######## axi4_lite_master_flat ########
Figure 1. Track usage over the die (axi4_lite_master_flat).
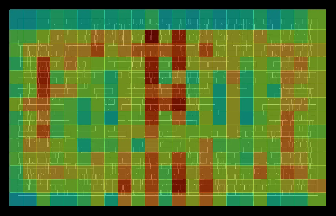

$ cat src/rtl/axi4_lite_if.sv
// axi4_lite_if: AXI4-Lite bus bundle with 32-bit data and master/slave views.
interface axi4_lite_if #(
  parameter int ADDR_WIDTH = 32
) (
  input logic ACLK,
  input logic ARESETn
);
  logic [ADDR_WIDTH-1:0] AWADDR;
  logic [2:0]            AWPROT;
  logic                  AWVALID;
  logic                  AWREADY;
  logic [31:0]           WDATA;
  logic [3:0]            WSTRB;
  logic                  WVALID;
  logic                  WREADY;
  logic [1:0]            BRESP;
  logic                  BVALID;
  logic                  BREADY;
  logic [ADDR_WIDTH-1:0] ARADDR;
  logic [2:0]            ARPROT;
  logic                  ARVALID;
  logic                  ARREADY;
  logic [31:0]           RDATA;
  logic [1:0]            RRESP;
  logic                  RVALID;
  logic                  RREADY;
  modport master (
    input  ACLK, ARESETn,
    output AWADDR, AWPROT, AWVALID, input AWREADY,
    output WDATA, WSTRB, WVALID, input WREADY,
    input  BRESP, BVALID, output BREADY,
    output ARADDR, ARPROT, ARVALID, input ARREADY,
    input  RDATA, RRESP, RVALID, output RREADY
  );
  modport slave (
    input  ACLK, ARESETn,
    input  AWADDR, AWPROT, AWVALID, output AWREADY,
    input  WDATA, WSTRB, WVALID, output WREADY,
    output BRESP, BVALID, input BREADY,
    input  ARADDR, ARPROT, ARVALID, output ARREADY,
    output RDATA, RRESP, RVALID, input RREADY
  );
endinterface

$ cat src/rtl/axi4_lite_master.sv
// axi4_lite_master: single-outstanding AXI4-Lite master driven by a cmd/rsp handshake.
// Optional response watchdog enabled by defining AXIL_MASTER_TIMEOUT_EN.
module axi4_lite_master #(
  parameter int TIMEOUT_CYCLES = 256,
  parameter int ADDR_WIDTH     = 32
) (
  axi4_lite_if.master            m_axi,
  input  logic                   cmd_valid,
  output logic                   cmd_ready,
  input  logic                   cmd_write,
  input  logic [ADDR_WIDTH-1:0]  cmd_addr,
  input  logic [31:0]            cmd_wdata,
  input  logic [3:0]             cmd_wstrb,
  output logic                   rsp_valid,
  input  logic                   rsp_ready,
  output logic                   rsp_write,
  output logic [31:0]            rsp_rdata,
  output logic [1:0]             rsp_resp,
  output logic                   rsp_timeout
);
  typedef enum logic [2:0] {IDLE, WR_ADDR_DATA, WR_RESP, RD_ADDR, RD_DATA, RSP} state_t;
  typedef struct packed {
    logic                  awv, wv, arv, br, rr, cr, rv, rw;
    logic [ADDR_WIDTH-1:0] addr;
    logic [31:0]           wd, rd;
    logic [3:0]            ws;
    logic [1:0]            rs;
  } regs_t;
  if (TIMEOUT_CYCLES < 1) $error("TIMEOUT_CYCLES must be at least 1");
  state_t s, s_n;
  regs_t  q, n;
  logic   wr;
  assign wr = (s == WR_ADDR_DATA) || (s == WR_RESP);
`ifdef AXIL_MASTER_TIMEOUT_EN
  localparam int CW = $clog2(TIMEOUT_CYCLES + 1);
  logic [CW-1:0] cnt, cnt_n;
  logic          to, to_n, busy, tmo;
  assign busy = (s != IDLE) && (s != RSP);
  assign tmo  = busy && (cnt == CW'(TIMEOUT_CYCLES - 1));
`endif
  always_comb begin
    s_n = s;
    n   = q;
    case (s)
      IDLE: if (cmd_valid && q.cr) begin
        s_n    = cmd_write ? WR_ADDR_DATA : RD_ADDR;
        n.awv  = cmd_write;
        n.wv   = cmd_write;
        n.br   = cmd_write;
        n.arv  = !cmd_write;
        n.addr = cmd_addr & ~ADDR_WIDTH'(3);
        n.wd   = cmd_wdata;
        n.ws   = cmd_wstrb;
      end
      WR_ADDR_DATA: begin
        if (m_axi.AWREADY) n.awv = 1'b0;
        if (m_axi.WREADY) n.wv = 1'b0;
        if (!n.awv && !n.wv) s_n = m_axi.BVALID ? RSP : WR_RESP;
      end
      WR_RESP: if (m_axi.BVALID) s_n = RSP;
      RD_ADDR: if (m_axi.ARREADY) begin
        n.arv = 1'b0;
        n.rr  = 1'b1;
        s_n   = RD_DATA;
      end
      RD_DATA: if (m_axi.RVALID) s_n = RSP;
      RSP: if (rsp_ready) begin
        n.rv = 1'b0;
        s_n  = IDLE;
      end
      default: s_n = IDLE;
    endcase
    if (s != RSP && s_n == RSP) begin
      n.br = 1'b0;
      n.rr = 1'b0;
      n.rv = 1'b1;
      n.rw = wr;
      n.rd = wr ? 32'h0 : m_axi.RDATA;
      n.rs = wr ? m_axi.BRESP : m_axi.RRESP;
    end
`ifdef AXIL_MASTER_TIMEOUT_EN
    // Watchdog deliberately abandons the handshake so a dead slave cannot hang us.
    if (tmo) begin
      s_n   = RSP;
      n.awv = 1'b0;
      n.wv  = 1'b0;
      n.arv = 1'b0;
      n.br  = 1'b0;
      n.rr  = 1'b0;
      n.rv  = 1'b1;
      n.rw  = wr;
      n.rd  = 32'h0;
      n.rs  = 2'b10;
    end
    to_n  = tmo ? 1'b1 : (s == IDLE && cmd_valid && q.cr) ? 1'b0 : to;
    cnt_n = (busy && !tmo) ? cnt + 1'b1 : '0;
`endif
    n.cr = (s_n == IDLE);
  end
  always_ff @(posedge m_axi.ACLK or negedge m_axi.ARESETn)
    if (!m_axi.ARESETn) begin
      s <= IDLE;
      q <= '0;
    end else begin
      s <= s_n;
      q <= n;
    end
`ifdef AXIL_MASTER_TIMEOUT_EN
  always_ff @(posedge m_axi.ACLK or negedge m_axi.ARESETn)
    if (!m_axi.ARESETn) begin
      cnt <= '0;
      to  <= 1'b0;
    end else begin
      cnt <= cnt_n;
      to  <= to_n;
    end
  assign rsp_timeout = to;
`else
  assign rsp_timeout = 1'b0;
`endif
  assign m_axi.AWADDR  = q.addr;
  assign m_axi.AWPROT  = 3'b000;
  assign m_axi.AWVALID = q.awv;
  assign m_axi.WDATA   = q.wd;
  assign m_axi.WSTRB   = q.ws;
  assign m_axi.WVALID  = q.wv;
  assign m_axi.BREADY  = q.br;
  assign m_axi.ARADDR  = q.addr;
  assign m_axi.ARPROT  = 3'b000;
  assign m_axi.ARVALID = q.arv;
  assign m_axi.RREADY  = q.rr;
  assign cmd_ready     = q.cr;
  assign rsp_valid     = q.rv;
  assign rsp_write     = q.rw;
  assign rsp_rdata     = q.rd;
  assign rsp_resp      = q.rs;
endmodule

$ cat src/flat_wrapper.sv
// flat-port wrapper written by rule: the top's interface ports become plain ports
module axi4_lite_master_flat 
#(
  parameter int TIMEOUT_CYCLES = 256,
  parameter int ADDR_WIDTH     = 32
)
  (cmd_valid, cmd_ready, cmd_write, cmd_addr, cmd_wdata, cmd_wstrb, rsp_valid, rsp_ready, rsp_write, rsp_rdata, rsp_resp, rsp_timeout, ACLK, ARESETn, m_axi_AWADDR, m_axi_AWPROT, m_axi_AWVALID, m_axi_AWREADY, m_axi_WDATA, m_axi_WSTRB, m_axi_WVALID, m_axi_WREADY, m_axi_BRESP, m_axi_BVALID, m_axi_BREADY, m_axi_ARADDR, m_axi_ARPROT, m_axi_ARVALID, m_axi_ARREADY, m_axi_RDATA, m_axi_RRESP, m_axi_RVALID, m_axi_RREADY);
  axi4_lite_if #(.ADDR_WIDTH(ADDR_WIDTH)) m_axi_i (.ACLK(ACLK), .ARESETn(ARESETn));
  input  logic cmd_valid;
  output logic cmd_ready;
  input  logic cmd_write;
  input  logic [ADDR_WIDTH-1:0] cmd_addr;
  input  logic [31:0] cmd_wdata;
  input  logic [3:0] cmd_wstrb;
  output logic rsp_valid;
  input  logic rsp_ready;
  output logic rsp_write;
  output logic [31:0] rsp_rdata;
  output logic [1:0] rsp_resp;
  output logic rsp_timeout;
  input wire logic ACLK;
  input wire logic ARESETn;
  output wire logic [$bits(m_axi_i.AWADDR)-1:0] m_axi_AWADDR;
  output wire logic [$bits(m_axi_i.AWPROT)-1:0] m_axi_AWPROT;
  output wire logic [$bits(m_axi_i.AWVALID)-1:0] m_axi_AWVALID;
  input wire logic [$bits(m_axi_i.AWREADY)-1:0] m_axi_AWREADY;
  output wire logic [$bits(m_axi_i.WDATA)-1:0] m_axi_WDATA;
  output wire logic [$bits(m_axi_i.WSTRB)-1:0] m_axi_WSTRB;
  output wire logic [$bits(m_axi_i.WVALID)-1:0] m_axi_WVALID;
  input wire logic [$bits(m_axi_i.WREADY)-1:0] m_axi_WREADY;
  input wire logic [$bits(m_axi_i.BRESP)-1:0] m_axi_BRESP;
  input wire logic [$bits(m_axi_i.BVALID)-1:0] m_axi_BVALID;
  output wire logic [$bits(m_axi_i.BREADY)-1:0] m_axi_BREADY;
  output wire logic [$bits(m_axi_i.ARADDR)-1:0] m_axi_ARADDR;
  output wire logic [$bits(m_axi_i.ARPROT)-1:0] m_axi_ARPROT;
  output wire logic [$bits(m_axi_i.ARVALID)-1:0] m_axi_ARVALID;
  input wire logic [$bits(m_axi_i.ARREADY)-1:0] m_axi_ARREADY;
  input wire logic [$bits(m_axi_i.RDATA)-1:0] m_axi_RDATA;
  input wire logic [$bits(m_axi_i.RRESP)-1:0] m_axi_RRESP;
  input wire logic [$bits(m_axi_i.RVALID)-1:0] m_axi_RVALID;
  output wire logic [$bits(m_axi_i.RREADY)-1:0] m_axi_RREADY;
  assign m_axi_AWADDR = m_axi_i.AWADDR;
  assign m_axi_AWPROT = m_axi_i.AWPROT;
  assign m_axi_AWVALID = m_axi_i.AWVALID;
  assign m_axi_i.AWREADY = m_axi_AWREADY;
  assign m_axi_WDATA = m_axi_i.WDATA;
  assign m_axi_WSTRB = m_axi_i.WSTRB;
  assign m_axi_WVALID = m_axi_i.WVALID;
  assign m_axi_i.WREADY = m_axi_WREADY;
  assign m_axi_i.BRESP = m_axi_BRESP;
  assign m_axi_i.BVALID = m_axi_BVALID;
  assign m_axi_BREADY = m_axi_i.BREADY;
  assign m_axi_ARADDR = m_axi_i.ARADDR;
  assign m_axi_ARPROT = m_axi_i.ARPROT;
  assign m_axi_ARVALID = m_axi_i.ARVALID;
  assign m_axi_i.ARREADY = m_axi_ARREADY;
  assign m_axi_i.RDATA = m_axi_RDATA;
  assign m_axi_i.RRESP = m_axi_RRESP;
  assign m_axi_i.RVALID = m_axi_RVALID;
  assign m_axi_RREADY = m_axi_i.RREADY;
  axi4_lite_master #(.TIMEOUT_CYCLES(TIMEOUT_CYCLES), .ADDR_WIDTH(ADDR_WIDTH)) u_core (.m_axi(m_axi_i), .cmd_valid(cmd_valid), .cmd_ready(cmd_ready), .cmd_write(cmd_write), .cmd_addr(cmd_addr), .cmd_wdata(cmd_wdata), .cmd_wstrb(cmd_wstrb), .rsp_valid(rsp_valid), .rsp_ready(rsp_ready), .rsp_write(rsp_write), .rsp_rdata(rsp_rdata), .rsp_resp(rsp_resp), .rsp_timeout(rsp_timeout));
endmodule
$ cat config.mk
export PLATFORM = sky130hd
export DESIGN_NAME = axi4_lite_master_flat
export DESIGN_NICKNAME = d
export VERILOG_FILES = /design/src/rtl/axi4_lite_if.sv /design/src/rtl/axi4_lite_master.sv /design/src/flat_wrapper.sv
export SDC_FILE = /design/constraint.sdc
export NUM_CORES = 1
export LEC_CHECK = 0
export ABC_AREA = 1
export CAP_MARGIN = 20
export CORE_ASPECT_RATIO = 0.6
export CORE_MARGIN = 4
export CORE_UTILIZATION = 36
export CTS_CLUSTER_DIAMETER = 120
export CTS_CLUSTER_SIZE = 24
export DETAILED_ROUTE_END_ITERATION = 6
export PLACE_DENSITY = 0.88
export RECOVER_POWER = 100
export SETUP_SLACK_MARGIN = 0.2
export SLEW_MARGIN = 20
export SYNTH_ARGS = -nofsm -noshare
export SYNTH_HDL_FRONTEND = slang
export SYNTH_SLANG_ARGS = --single-unit
$ cat constraint.sdc
create_clock -name ACLK -period 1.6 [get_ports ACLK]
set_input_delay 0.32 -clock ACLK [delete_from_list [all_inputs] [get_ports ACLK]]
set_output_delay 0.32 -clock ACLK [all_outputs]
set_load 0.02 [all_outputs]
######## sck_ctrl_fsm_flat ########
==> config.mk <==
export PLATFORM = sky130hd
export DESIGN_NAME = sck_ctrl_fsm_flat
export DESIGN_NICKNAME = d
export VERILOG_FILES = /design/src/rtl/sck_ctrl_pkg.sv /design/src/rtl/sck_ctrl_fsm_if.sv /design/src/rtl/sck_hazard_unit.sv /design/src/rtl/sck_ctrl_fsm.sv /design/src/flat_wrapper.sv
export SDC_FILE = /design/constraint.sdc
export NUM_CORES = 1
export LEC_CHECK = 0
export CELL_PAD_IN_SITES_DETAIL_PLACEMENT = 0
export CELL_PAD_IN_SITES_GLOBAL_PLACEMENT = 1
export CORE_ASPECT_RATIO = 1.25
export CORE_MARGIN = 5
export CORE_UTILIZATION = 19
export DETAILED_ROUTE_END_ITERATION = 10
export PLACE_DENSITY_LB_ADDON = 0.2
export SLEW_MARGIN = 10
export SYNTH_ARGS = -nofsm -noshare
export SYNTH_HDL_FRONTEND = slang
export SYNTH_SLANG_ARGS = --single-unit
==> constraint.sdc <==
create_clock -name i_clk -period 3.5 [get_ports i_clk]
set_input_delay 0.7 -clock i_clk [delete_from_list [all_inputs] [get_ports i_clk]]
set_output_delay 0.7 -clock i_clk [all_outputs]
set_load 0.02 [all_outputs]
==> src/rtl/sck_ctrl_pkg.sv <==
// Shared types and helpers for the SCK control sequencer: state encoding,
// condition codes, flag bit positions and instruction field offsets.
package sck_ctrl_pkg;

   typedef enum logic [2:0] {
      ST_IDLE,
      ST_DECODE,
      ST_STALL,
      ST_EXEC,
      ST_DONE
   } state_e;

   localparam logic [1:0] COND_ALWAYS = 2'b00;
   localparam logic [1:0] COND_Z      = 2'b01;
   localparam logic [1:0] COND_NZ     = 2'b10;
   localparam logic [1:0] COND_N      = 2'b11;

   localparam int unsigned FLAG_Z = 0;
   localparam int unsigned FLAG_N = 1;

   // Register fields are packed from the MSB downwards: src0, src1, dst.
   function automatic int unsigned src0_msb(input int unsigned instr_w);
      return instr_w - 1;
   endfunction

   function automatic int unsigned src1_msb(input int unsigned instr_w, input int unsigned reg_w);
      return instr_w - 1 - reg_w;
   endfunction

   function automatic int unsigned dst_msb(input int unsigned instr_w, input int unsigned reg_w);
      return instr_w - 1 - 2 * reg_w;
   endfunction

   function automatic logic cond_pass(input logic [1:0] cond, input logic z, input logic n);
      case (cond)
         COND_ALWAYS: return 1'b1;
         COND_Z:      return z;
         COND_NZ:     return !z;
         default:     return n;
      endcase
   endfunction

endpackage

==> src/rtl/sck_ctrl_fsm_if.sv <==
// Instruction / result handshake bundle between the SCK control FSM (slave)
// and its environment (master): upstream issue, instruction register, flags, result.
interface sck_ctrl_fsm_if #(
   parameter int unsigned INSTR_W = 25,
   parameter int unsigned REG_W   = 4
);
   logic               i_valid;
   logic               o_ready;
   logic [INSTR_W-1:0] i_instr;
   logic               o_instr_save;
   logic [INSTR_W-1:0] i_instr_reg;
   logic [3:0]         i_flags;
   logic [REG_W-1:0]   o_reg0;
   logic [REG_W-1:0]   o_reg1;
   logic [REG_W-1:0]   o_dst;
   logic               o_exec_en;
   logic               o_exec_first;
   logic               o_stall;
   logic               o_skip;
   logic               o_valid;
   logic               i_ready;

   modport slave (
      input  i_valid, i_instr, i_instr_reg, i_flags, i_ready,
      output o_ready, o_instr_save, o_reg0, o_reg1, o_dst,
             o_exec_en, o_exec_first, o_stall, o_skip, o_valid
   );

   modport master (
      output i_valid, i_instr, i_instr_reg, i_flags, i_ready,
      input  o_ready, o_instr_save, o_reg0, o_reg1, o_dst,
             o_exec_en, o_exec_first, o_stall, o_skip, o_valid
   );
endinterface

==> src/rtl/sck_hazard_unit.sv <==
// Tracks the destination of the most recently retired result for WB_LAT cycles
// and flags a read-after-write hazard when either source matches it.
module sck_hazard_unit #(
   parameter int unsigned REG_W  = 4,
   parameter int unsigned WB_LAT = 2
) (
   input  logic             i_clk,
   input  logic             i_rst,
   input  logic             i_load,
   input  logic [REG_W-1:0] i_load_dst,
   input  logic [REG_W-1:0] i_src0,
   input  logic [REG_W-1:0] i_src1,
   output logic             o_hazard
);

   localparam int unsigned      CNT_W    = (WB_LAT < 1) ? 1 : $clog2(WB_LAT + 1);
   localparam logic [CNT_W-1:0] CNT_INIT = CNT_W'(WB_LAT);
   localparam logic [CNT_W-1:0] CNT_ONE  = CNT_W'(1);

   logic [CNT_W-1:0] pend_cnt_q, pend_cnt_d;
   logic [REG_W-1:0] pend_dst_q, pend_dst_d;

   // A fresh load takes priority over the running decrement.
   always_comb begin
      pend_cnt_d = pend_cnt_q;
      pend_dst_d = pend_dst_q;
      if (i_load) begin
         pend_cnt_d = CNT_INIT;
         pend_dst_d = i_load_dst;
      end else if (pend_cnt_q != '0) begin
         pend_cnt_d = pend_cnt_q - CNT_ONE;
      end
   end

   always_ff @(posedge i_clk) begin
      if (i_rst) begin
         pend_cnt_q <= '0;
         pend_dst_q <= '0;
      end else begin
         pend_cnt_q <= pend_cnt_d;
         pend_dst_q <= pend_dst_d;
      end
   end

   assign o_hazard = (pend_cnt_q != '0) &&
                     ((i_src0 == pend_dst_q) || (i_src1 == pend_dst_q));

endmodule

==> src/rtl/sck_ctrl_fsm.sv <==
// SCK communication unit control FSM: accepts one instruction per handshake,
// checks hazards and condition, runs a multi-cycle EXEC phase and holds the result.
module sck_ctrl_fsm
   import sck_ctrl_pkg::*;
#(
   parameter int unsigned INSTR_W     = 25,
   parameter int unsigned REG_W       = 4,
   parameter int unsigned EXEC_CYCLES = 3,
   parameter int unsigned WB_LAT      = 2
) (
   input  logic          i_clk,
   input  logic          i_rst,
   sck_ctrl_fsm_if.slave bus
);

   if (INSTR_W < 3 * REG_W + 2) begin : g_bad_instr_w
      $error("INSTR_W too small for three register fields plus a condition code");
   end
   if (EXEC_CYCLES < 1) begin : g_bad_exec
      $error("EXEC_CYCLES must be at least 1");
   end

   localparam int unsigned SRC0_MSB = src0_msb(INSTR_W);
   localparam int unsigned SRC1_MSB = src1_msb(INSTR_W, REG_W);
   localparam int unsigned DST_MSB  = dst_msb(INSTR_W, REG_W);

   localparam int unsigned       ECNT_W    = (EXEC_CYCLES <= 1) ? 1 : $clog2(EXEC_CYCLES);
   localparam logic [ECNT_W-1:0] EXEC_LOAD = ECNT_W'(EXEC_CYCLES - 1);
   localparam logic [ECNT_W-1:0] ECNT_ONE  = ECNT_W'(1);

   state_e            state_q, state_d;
   logic [ECNT_W-1:0] exec_cnt_q, exec_cnt_d;

   logic [REG_W-1:0] src0, src1, dst;
   logic [1:0]       cond;
   logic             cond_ok;
   logic             hazard;
   logic             retire;

   logic ready, save, exec_en, exec_first, stall, skip, valid;

   assign src0    = bus.i_instr_reg[SRC0_MSB -: REG_W];
   assign src1    = bus.i_instr_reg[SRC1_MSB -: REG_W];
   assign dst     = bus.i_instr_reg[DST_MSB  -: REG_W];
   assign cond    = bus.i_instr_reg[1:0];
   assign cond_ok = cond_pass(cond, bus.i_flags[FLAG_Z], bus.i_flags[FLAG_N]);

   // Only the field extraction uses the instruction register; the raw bus is handshake-only.
   logic unused_in;
   assign unused_in = ^{bus.i_instr, bus.i_instr_reg[DST_MSB-REG_W:2], bus.i_flags[3:2]};

   sck_hazard_unit #(
      .REG_W  (REG_W),
      .WB_LAT (WB_LAT)
   ) u_hazard (
      .i_clk      (i_clk),
      .i_rst      (i_rst),
      .i_load     (retire),
      .i_load_dst (dst),
      .i_src0     (src0),
      .i_src1     (src1),
      .o_hazard   (hazard)
   );

   always_comb begin
      state_d    = state_q;
      exec_cnt_d = exec_cnt_q;
      ready      = 1'b0;
      save       = 1'b0;
      exec_en    = 1'b0;
      exec_first = 1'b0;
      stall      = 1'b0;
      skip       = 1'b0;
      valid      = 1'b0;
      retire     = 1'b0;

      case (state_q)
         ST_IDLE: begin
            ready = 1'b1;
            if (bus.i_valid) begin
               save    = 1'b1;
               state_d = ST_DECODE;
            end
         end
         ST_DECODE, ST_STALL: begin
            if (hazard) begin
               stall   = 1'b1;
               state_d = ST_STALL;
            end else if (!cond_ok) begin
               skip    = 1'b1;
               state_d = ST_IDLE;
            end else begin
               exec_cnt_d = EXEC_LOAD;
               state_d    = ST_EXEC;
            end
         end
         ST_EXEC: begin
            exec_en    = 1'b1;
            exec_first = (exec_cnt_q == EXEC_LOAD);
            if (exec_cnt_q == '0) begin
               state_d = ST_DONE;
            end else begin
               exec_cnt_d = exec_cnt_q - ECNT_ONE;
            end
         end
         ST_DONE: begin
            valid = 1'b1;
            if (bus.i_ready) begin
               retire  = !i_rst;
               state_d = ST_IDLE;
            end
         end
         default: state_d = ST_IDLE;
      endcase
   end

   always_ff @(posedge i_clk) begin
      if (i_rst) begin
         state_q    <= ST_IDLE;
         exec_cnt_q <= '0;
      end else begin
         state_q    <= state_d;
         exec_cnt_q <= exec_cnt_d;
      end
   end

   // Reset forces every output low, independent of the state register contents.
   assign bus.o_ready      = ready      & ~i_rst;
   assign bus.o_instr_save = save       & ~i_rst;
   assign bus.o_exec_en    = exec_en    & ~i_rst;
   assign bus.o_exec_first = exec_first & ~i_rst;
   assign bus.o_stall      = stall      & ~i_rst;
   assign bus.o_skip       = skip       & ~i_rst;
   assign bus.o_valid      = valid      & ~i_rst;
   assign bus.o_reg0       = i_rst ? '0 : src0;
   assign bus.o_reg1       = i_rst ? '0 : src1;
   assign bus.o_dst        = i_rst ? '0 : dst;

endmodule

==> src/flat_wrapper.sv <==
// flat-port wrapper written by rule: the top's interface ports become plain ports
module sck_ctrl_fsm_flat import sck_ctrl_pkg::*;
#(
   parameter int unsigned INSTR_W     = 25,
   parameter int unsigned REG_W       = 4,
   parameter int unsigned EXEC_CYCLES = 3,
   parameter int unsigned WB_LAT      = 2
)
  (i_clk, i_rst, bus_i_valid, bus_i_instr, bus_i_instr_reg, bus_i_flags, bus_i_ready, bus_o_ready, bus_o_instr_save, bus_o_reg0, bus_o_reg1, bus_o_dst, bus_o_exec_en, bus_o_exec_first, bus_o_stall, bus_o_skip, bus_o_valid);
  sck_ctrl_fsm_if #(.INSTR_W(INSTR_W), .REG_W(REG_W)) bus_i ();
  input  logic i_clk;
  input  logic i_rst;
  input wire logic [$bits(bus_i.i_valid)-1:0] bus_i_valid;
  input wire logic [$bits(bus_i.i_instr)-1:0] bus_i_instr;
  input wire logic [$bits(bus_i.i_instr_reg)-1:0] bus_i_instr_reg;
  input wire logic [$bits(bus_i.i_flags)-1:0] bus_i_flags;
  input wire logic [$bits(bus_i.i_ready)-1:0] bus_i_ready;
  output wire logic [$bits(bus_i.o_ready)-1:0] bus_o_ready;
  output wire logic [$bits(bus_i.o_instr_save)-1:0] bus_o_instr_save;
  output wire logic [$bits(bus_i.o_reg0)-1:0] bus_o_reg0;
  output wire logic [$bits(bus_i.o_reg1)-1:0] bus_o_reg1;
  output wire logic [$bits(bus_i.o_dst)-1:0] bus_o_dst;
  output wire logic [$bits(bus_i.o_exec_en)-1:0] bus_o_exec_en;
  output wire logic [$bits(bus_i.o_exec_first)-1:0] bus_o_exec_first;
  output wire logic [$bits(bus_i.o_stall)-1:0] bus_o_stall;
  output wire logic [$bits(bus_i.o_skip)-1:0] bus_o_skip;
  output wire logic [$bits(bus_i.o_valid)-1:0] bus_o_valid;
  assign bus_i.i_valid = bus_i_valid;
  assign bus_i.i_instr = bus_i_instr;
  assign bus_i.i_instr_reg = bus_i_instr_reg;
  assign bus_i.i_flags = bus_i_flags;
  assign bus_i.i_ready = bus_i_ready;
  assign bus_o_ready = bus_i.o_ready;
  assign bus_o_instr_save = bus_i.o_instr_save;
  assign bus_o_reg0 = bus_i.o_reg0;
  assign bus_o_reg1 = bus_i.o_reg1;
  assign bus_o_dst = bus_i.o_dst;
  assign bus_o_exec_en = bus_i.o_exec_en;
  assign bus_o_exec_first = bus_i.o_exec_first;
  assign bus_o_stall = bus_i.o_stall;
  assign bus_o_skip = bus_i.o_skip;
  assign bus_o_valid = bus_i.o_valid;
  sck_ctrl_fsm #(.INSTR_W(INSTR_W), .REG_W(REG_W), .EXEC_CYCLES(EXEC_CYCLES), .WB_LAT(WB_LAT)) u_core (.i_clk(i_clk), .i_rst(i_rst), .bus(bus_i));
endmodule
Figure 2. Met3 routing (sck_ctrl_fsm_flat).
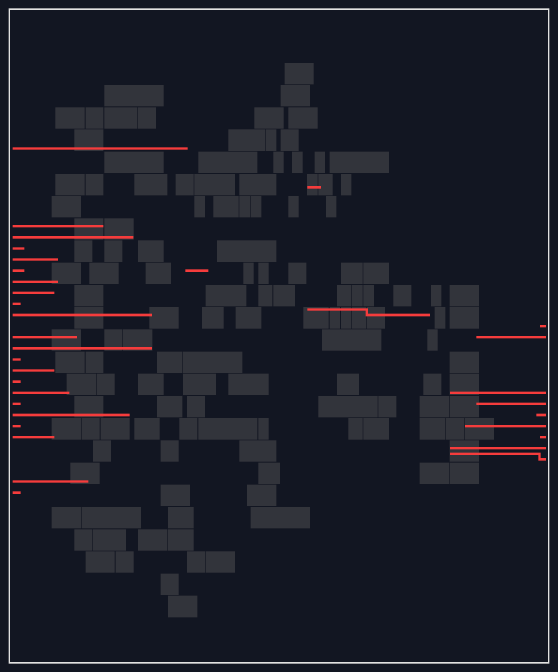
The wires run mostly horizontal. The layer holds 11% of the routed length. 33 nets have wire on it. The longest straight run is 21.2 um. The layer carries 231 um of wire.

==> results.txt, sck_ctrl_fsm_flat <==
Main metrics from the flow reports.

The hold-fix buffer count after cts is 0. STA classifies the critical path endpoint as a primary output. The critical path's slowest stage uses the library cell clkdlybuf4s50_1. The max-slew violation count is 0.

The count of maximum capacitance violations is 0. Looking at hold timing, the worst path starts from u_core.u_hazard.pend_cnt_q[0]. The number of warnings in the stage logs is 65. The clock buffer instance count of the final layout came out at 4. The transition time at the pin with the least slew margin is 0.358 ns.

For this block, wires on met1 add up to 860 um. The detailed placer reported the number of placed instances as 181. The flow reports power dissipated in combinational cells as 102 uW. The part of the total power dissipated in the clock network is 34.8%. For reference, the top logic cell family by area is simple AND/OR/NAND/NOR gates.

The most numerous cell type found on the critical path is clkdlybuf4s50_1. The number of standard cells after synthesis is 91. The remaining number of nets flagged by the antenna check after routing is 0. The top cell type in the final layout, fill and taps aside, is clkdlybuf4s50_1. The run finished with clean final reports. In the setup report, the worst path falls into the class primary input to primary output.
[sck_ctrl_fsm_flat: synth_stat cells, types with 2 or more instances]
cell type   n  share of area (%)
ha_1        2                3.4
dfxtp_1    11                 30
buf_2       2                1.3
inv_1       3                1.5
and2_1      2                1.7
a21oi_1     2                1.3
nor4_1      3                2.5
nand3b_1    2                2.0
nor3_1      2                1.3
clkbuf_1    2                1.0
nor2_1     11                5.6
xor2_1      8                9.4
mux2_2      4                6.1
nor2b_1    17                 14
nand2_1     6                3.0
a311oi_1    2                2.4
a31o_2      2                2.4
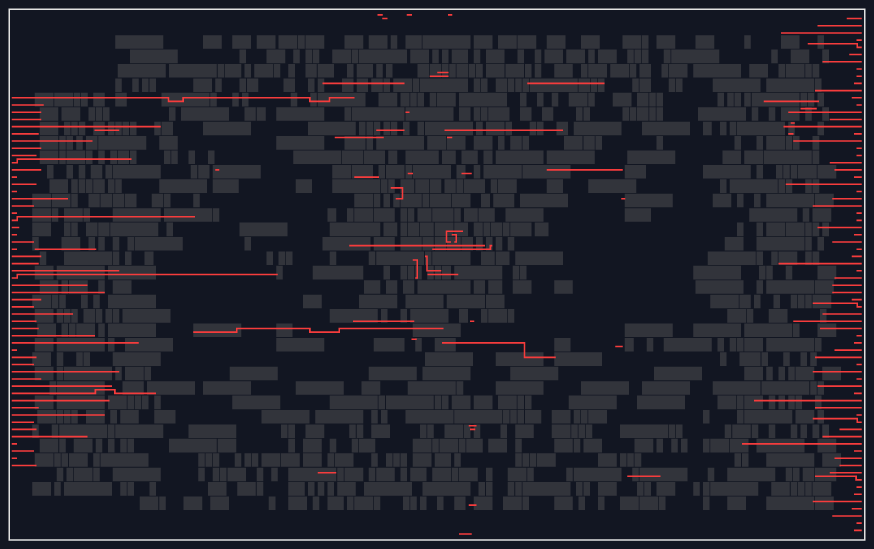
Figure 3: axi4_lite_master_flat, met3 routing.
The longest straight run is 49.0 um. The layer carries 1240 um of wire.

## Picture notes: Figure 1
most used routing layer in global routing: met2
average routed wire per standard cell: 15.9 um
global routing met2 resource utilization: 31.5%
GRT Overall Usage: 18.7%
final core occ: 58.8%

==> results.txt, axi4_lite_master_flat <==
Main metrics from the flow reports.

The synthesized-area fraction occupied by and/or/nand/nor cells came out at 31.2%. The die covers 0.0161 sq mm. The final critical path takes up 100% of the cycle. The routed design uses 8170 um of met2 wire.

The depth of the CTS H-tree came out at 3. The sum of net half-perimeters after detailed placement is 11500 um. The initial antenna violation count is 0. The total setup buffers inserted after CTS came out at 6. The smallest setup slack after layout came out at -0.00478 ns.

Per the slew report, the remaining headroom to the max-slew limit stands at 55.8%. The total count of hold-check failures in the final report is 0. The final number of setup-violating endpoints came out at 3.

The count of input and output buffers came out at 249. The placeable core region came out at 0.0137 sq mm. In the synthesized netlist the async set-or-reset flop fraction comes to 100%. The data arrival time reported for the critical path is 1.89 ns. The layout cell share with drive strength beyond 1 is 10.7%. The placed cell area is 0.00766 sq mm.

The hold-fix buffer count after cts came out at 1. The reported net switching power is 7.26 mW. All stages included, the depth of the critical timing path comes to 9.

The run finished, with violations left. The clock net sink count is 111. The final reports fail on setup timing. Counting instances, the worst hold path has a depth of 2. Summing over every cut layer, the via total after detailed routing is 4903. The fraction of post-synthesis cell area in the top cell type by area is 54.9%.

The post-cts repair resize count came out at 237.
axi4_lite_master_flat: final cells by class:
| cell class | instances | share of cell area, % |
|---|---|---|
| Clock buffer | 11 | 3.14 |
| Clock inverter | 5 | 0.497 |
| Inverter | 47 | 2.28 |
| Multi-Input combinational cell | 405 | 21.8 |
| Sequential cell | 111 | 34.5 |
| Tap cell | 192 | 2.98 |
| Timing Repair Buffer | 297 | 34.8 |

==> notes/layouts.md <==
Pictures saved along the way, in no particular order.

Signal wires on met2.
(a)
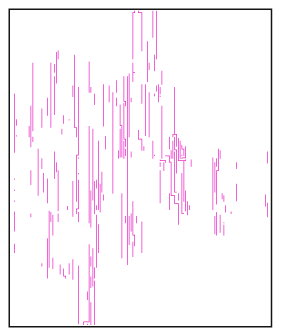
(b)
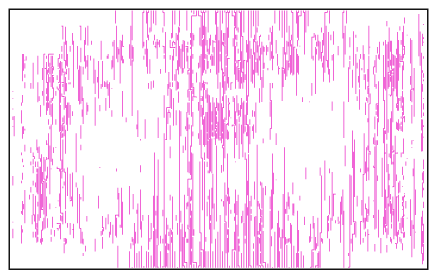
(a) -> sck_ctrl_fsm_flat
(b) -> axi4_lite_master_flat



==> gallery <==
Signal wires on met1.
picture 1
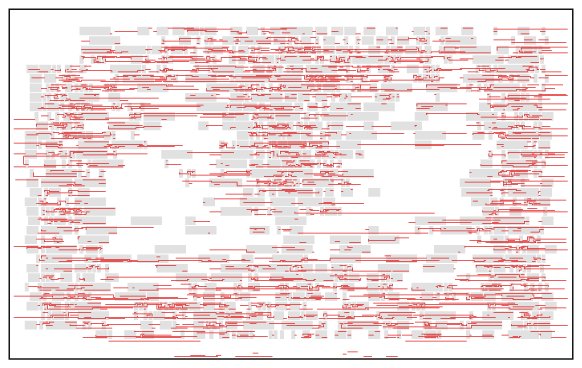
picture 2
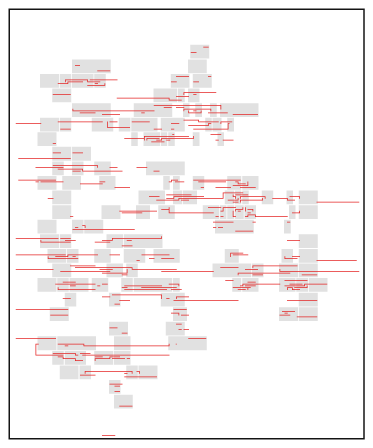
sck_ctrl_fsm_flat is picture 2.
axi4_lite_master_flat is picture 1.

No activity file was given, so power comes from the tool's default toggle rates.
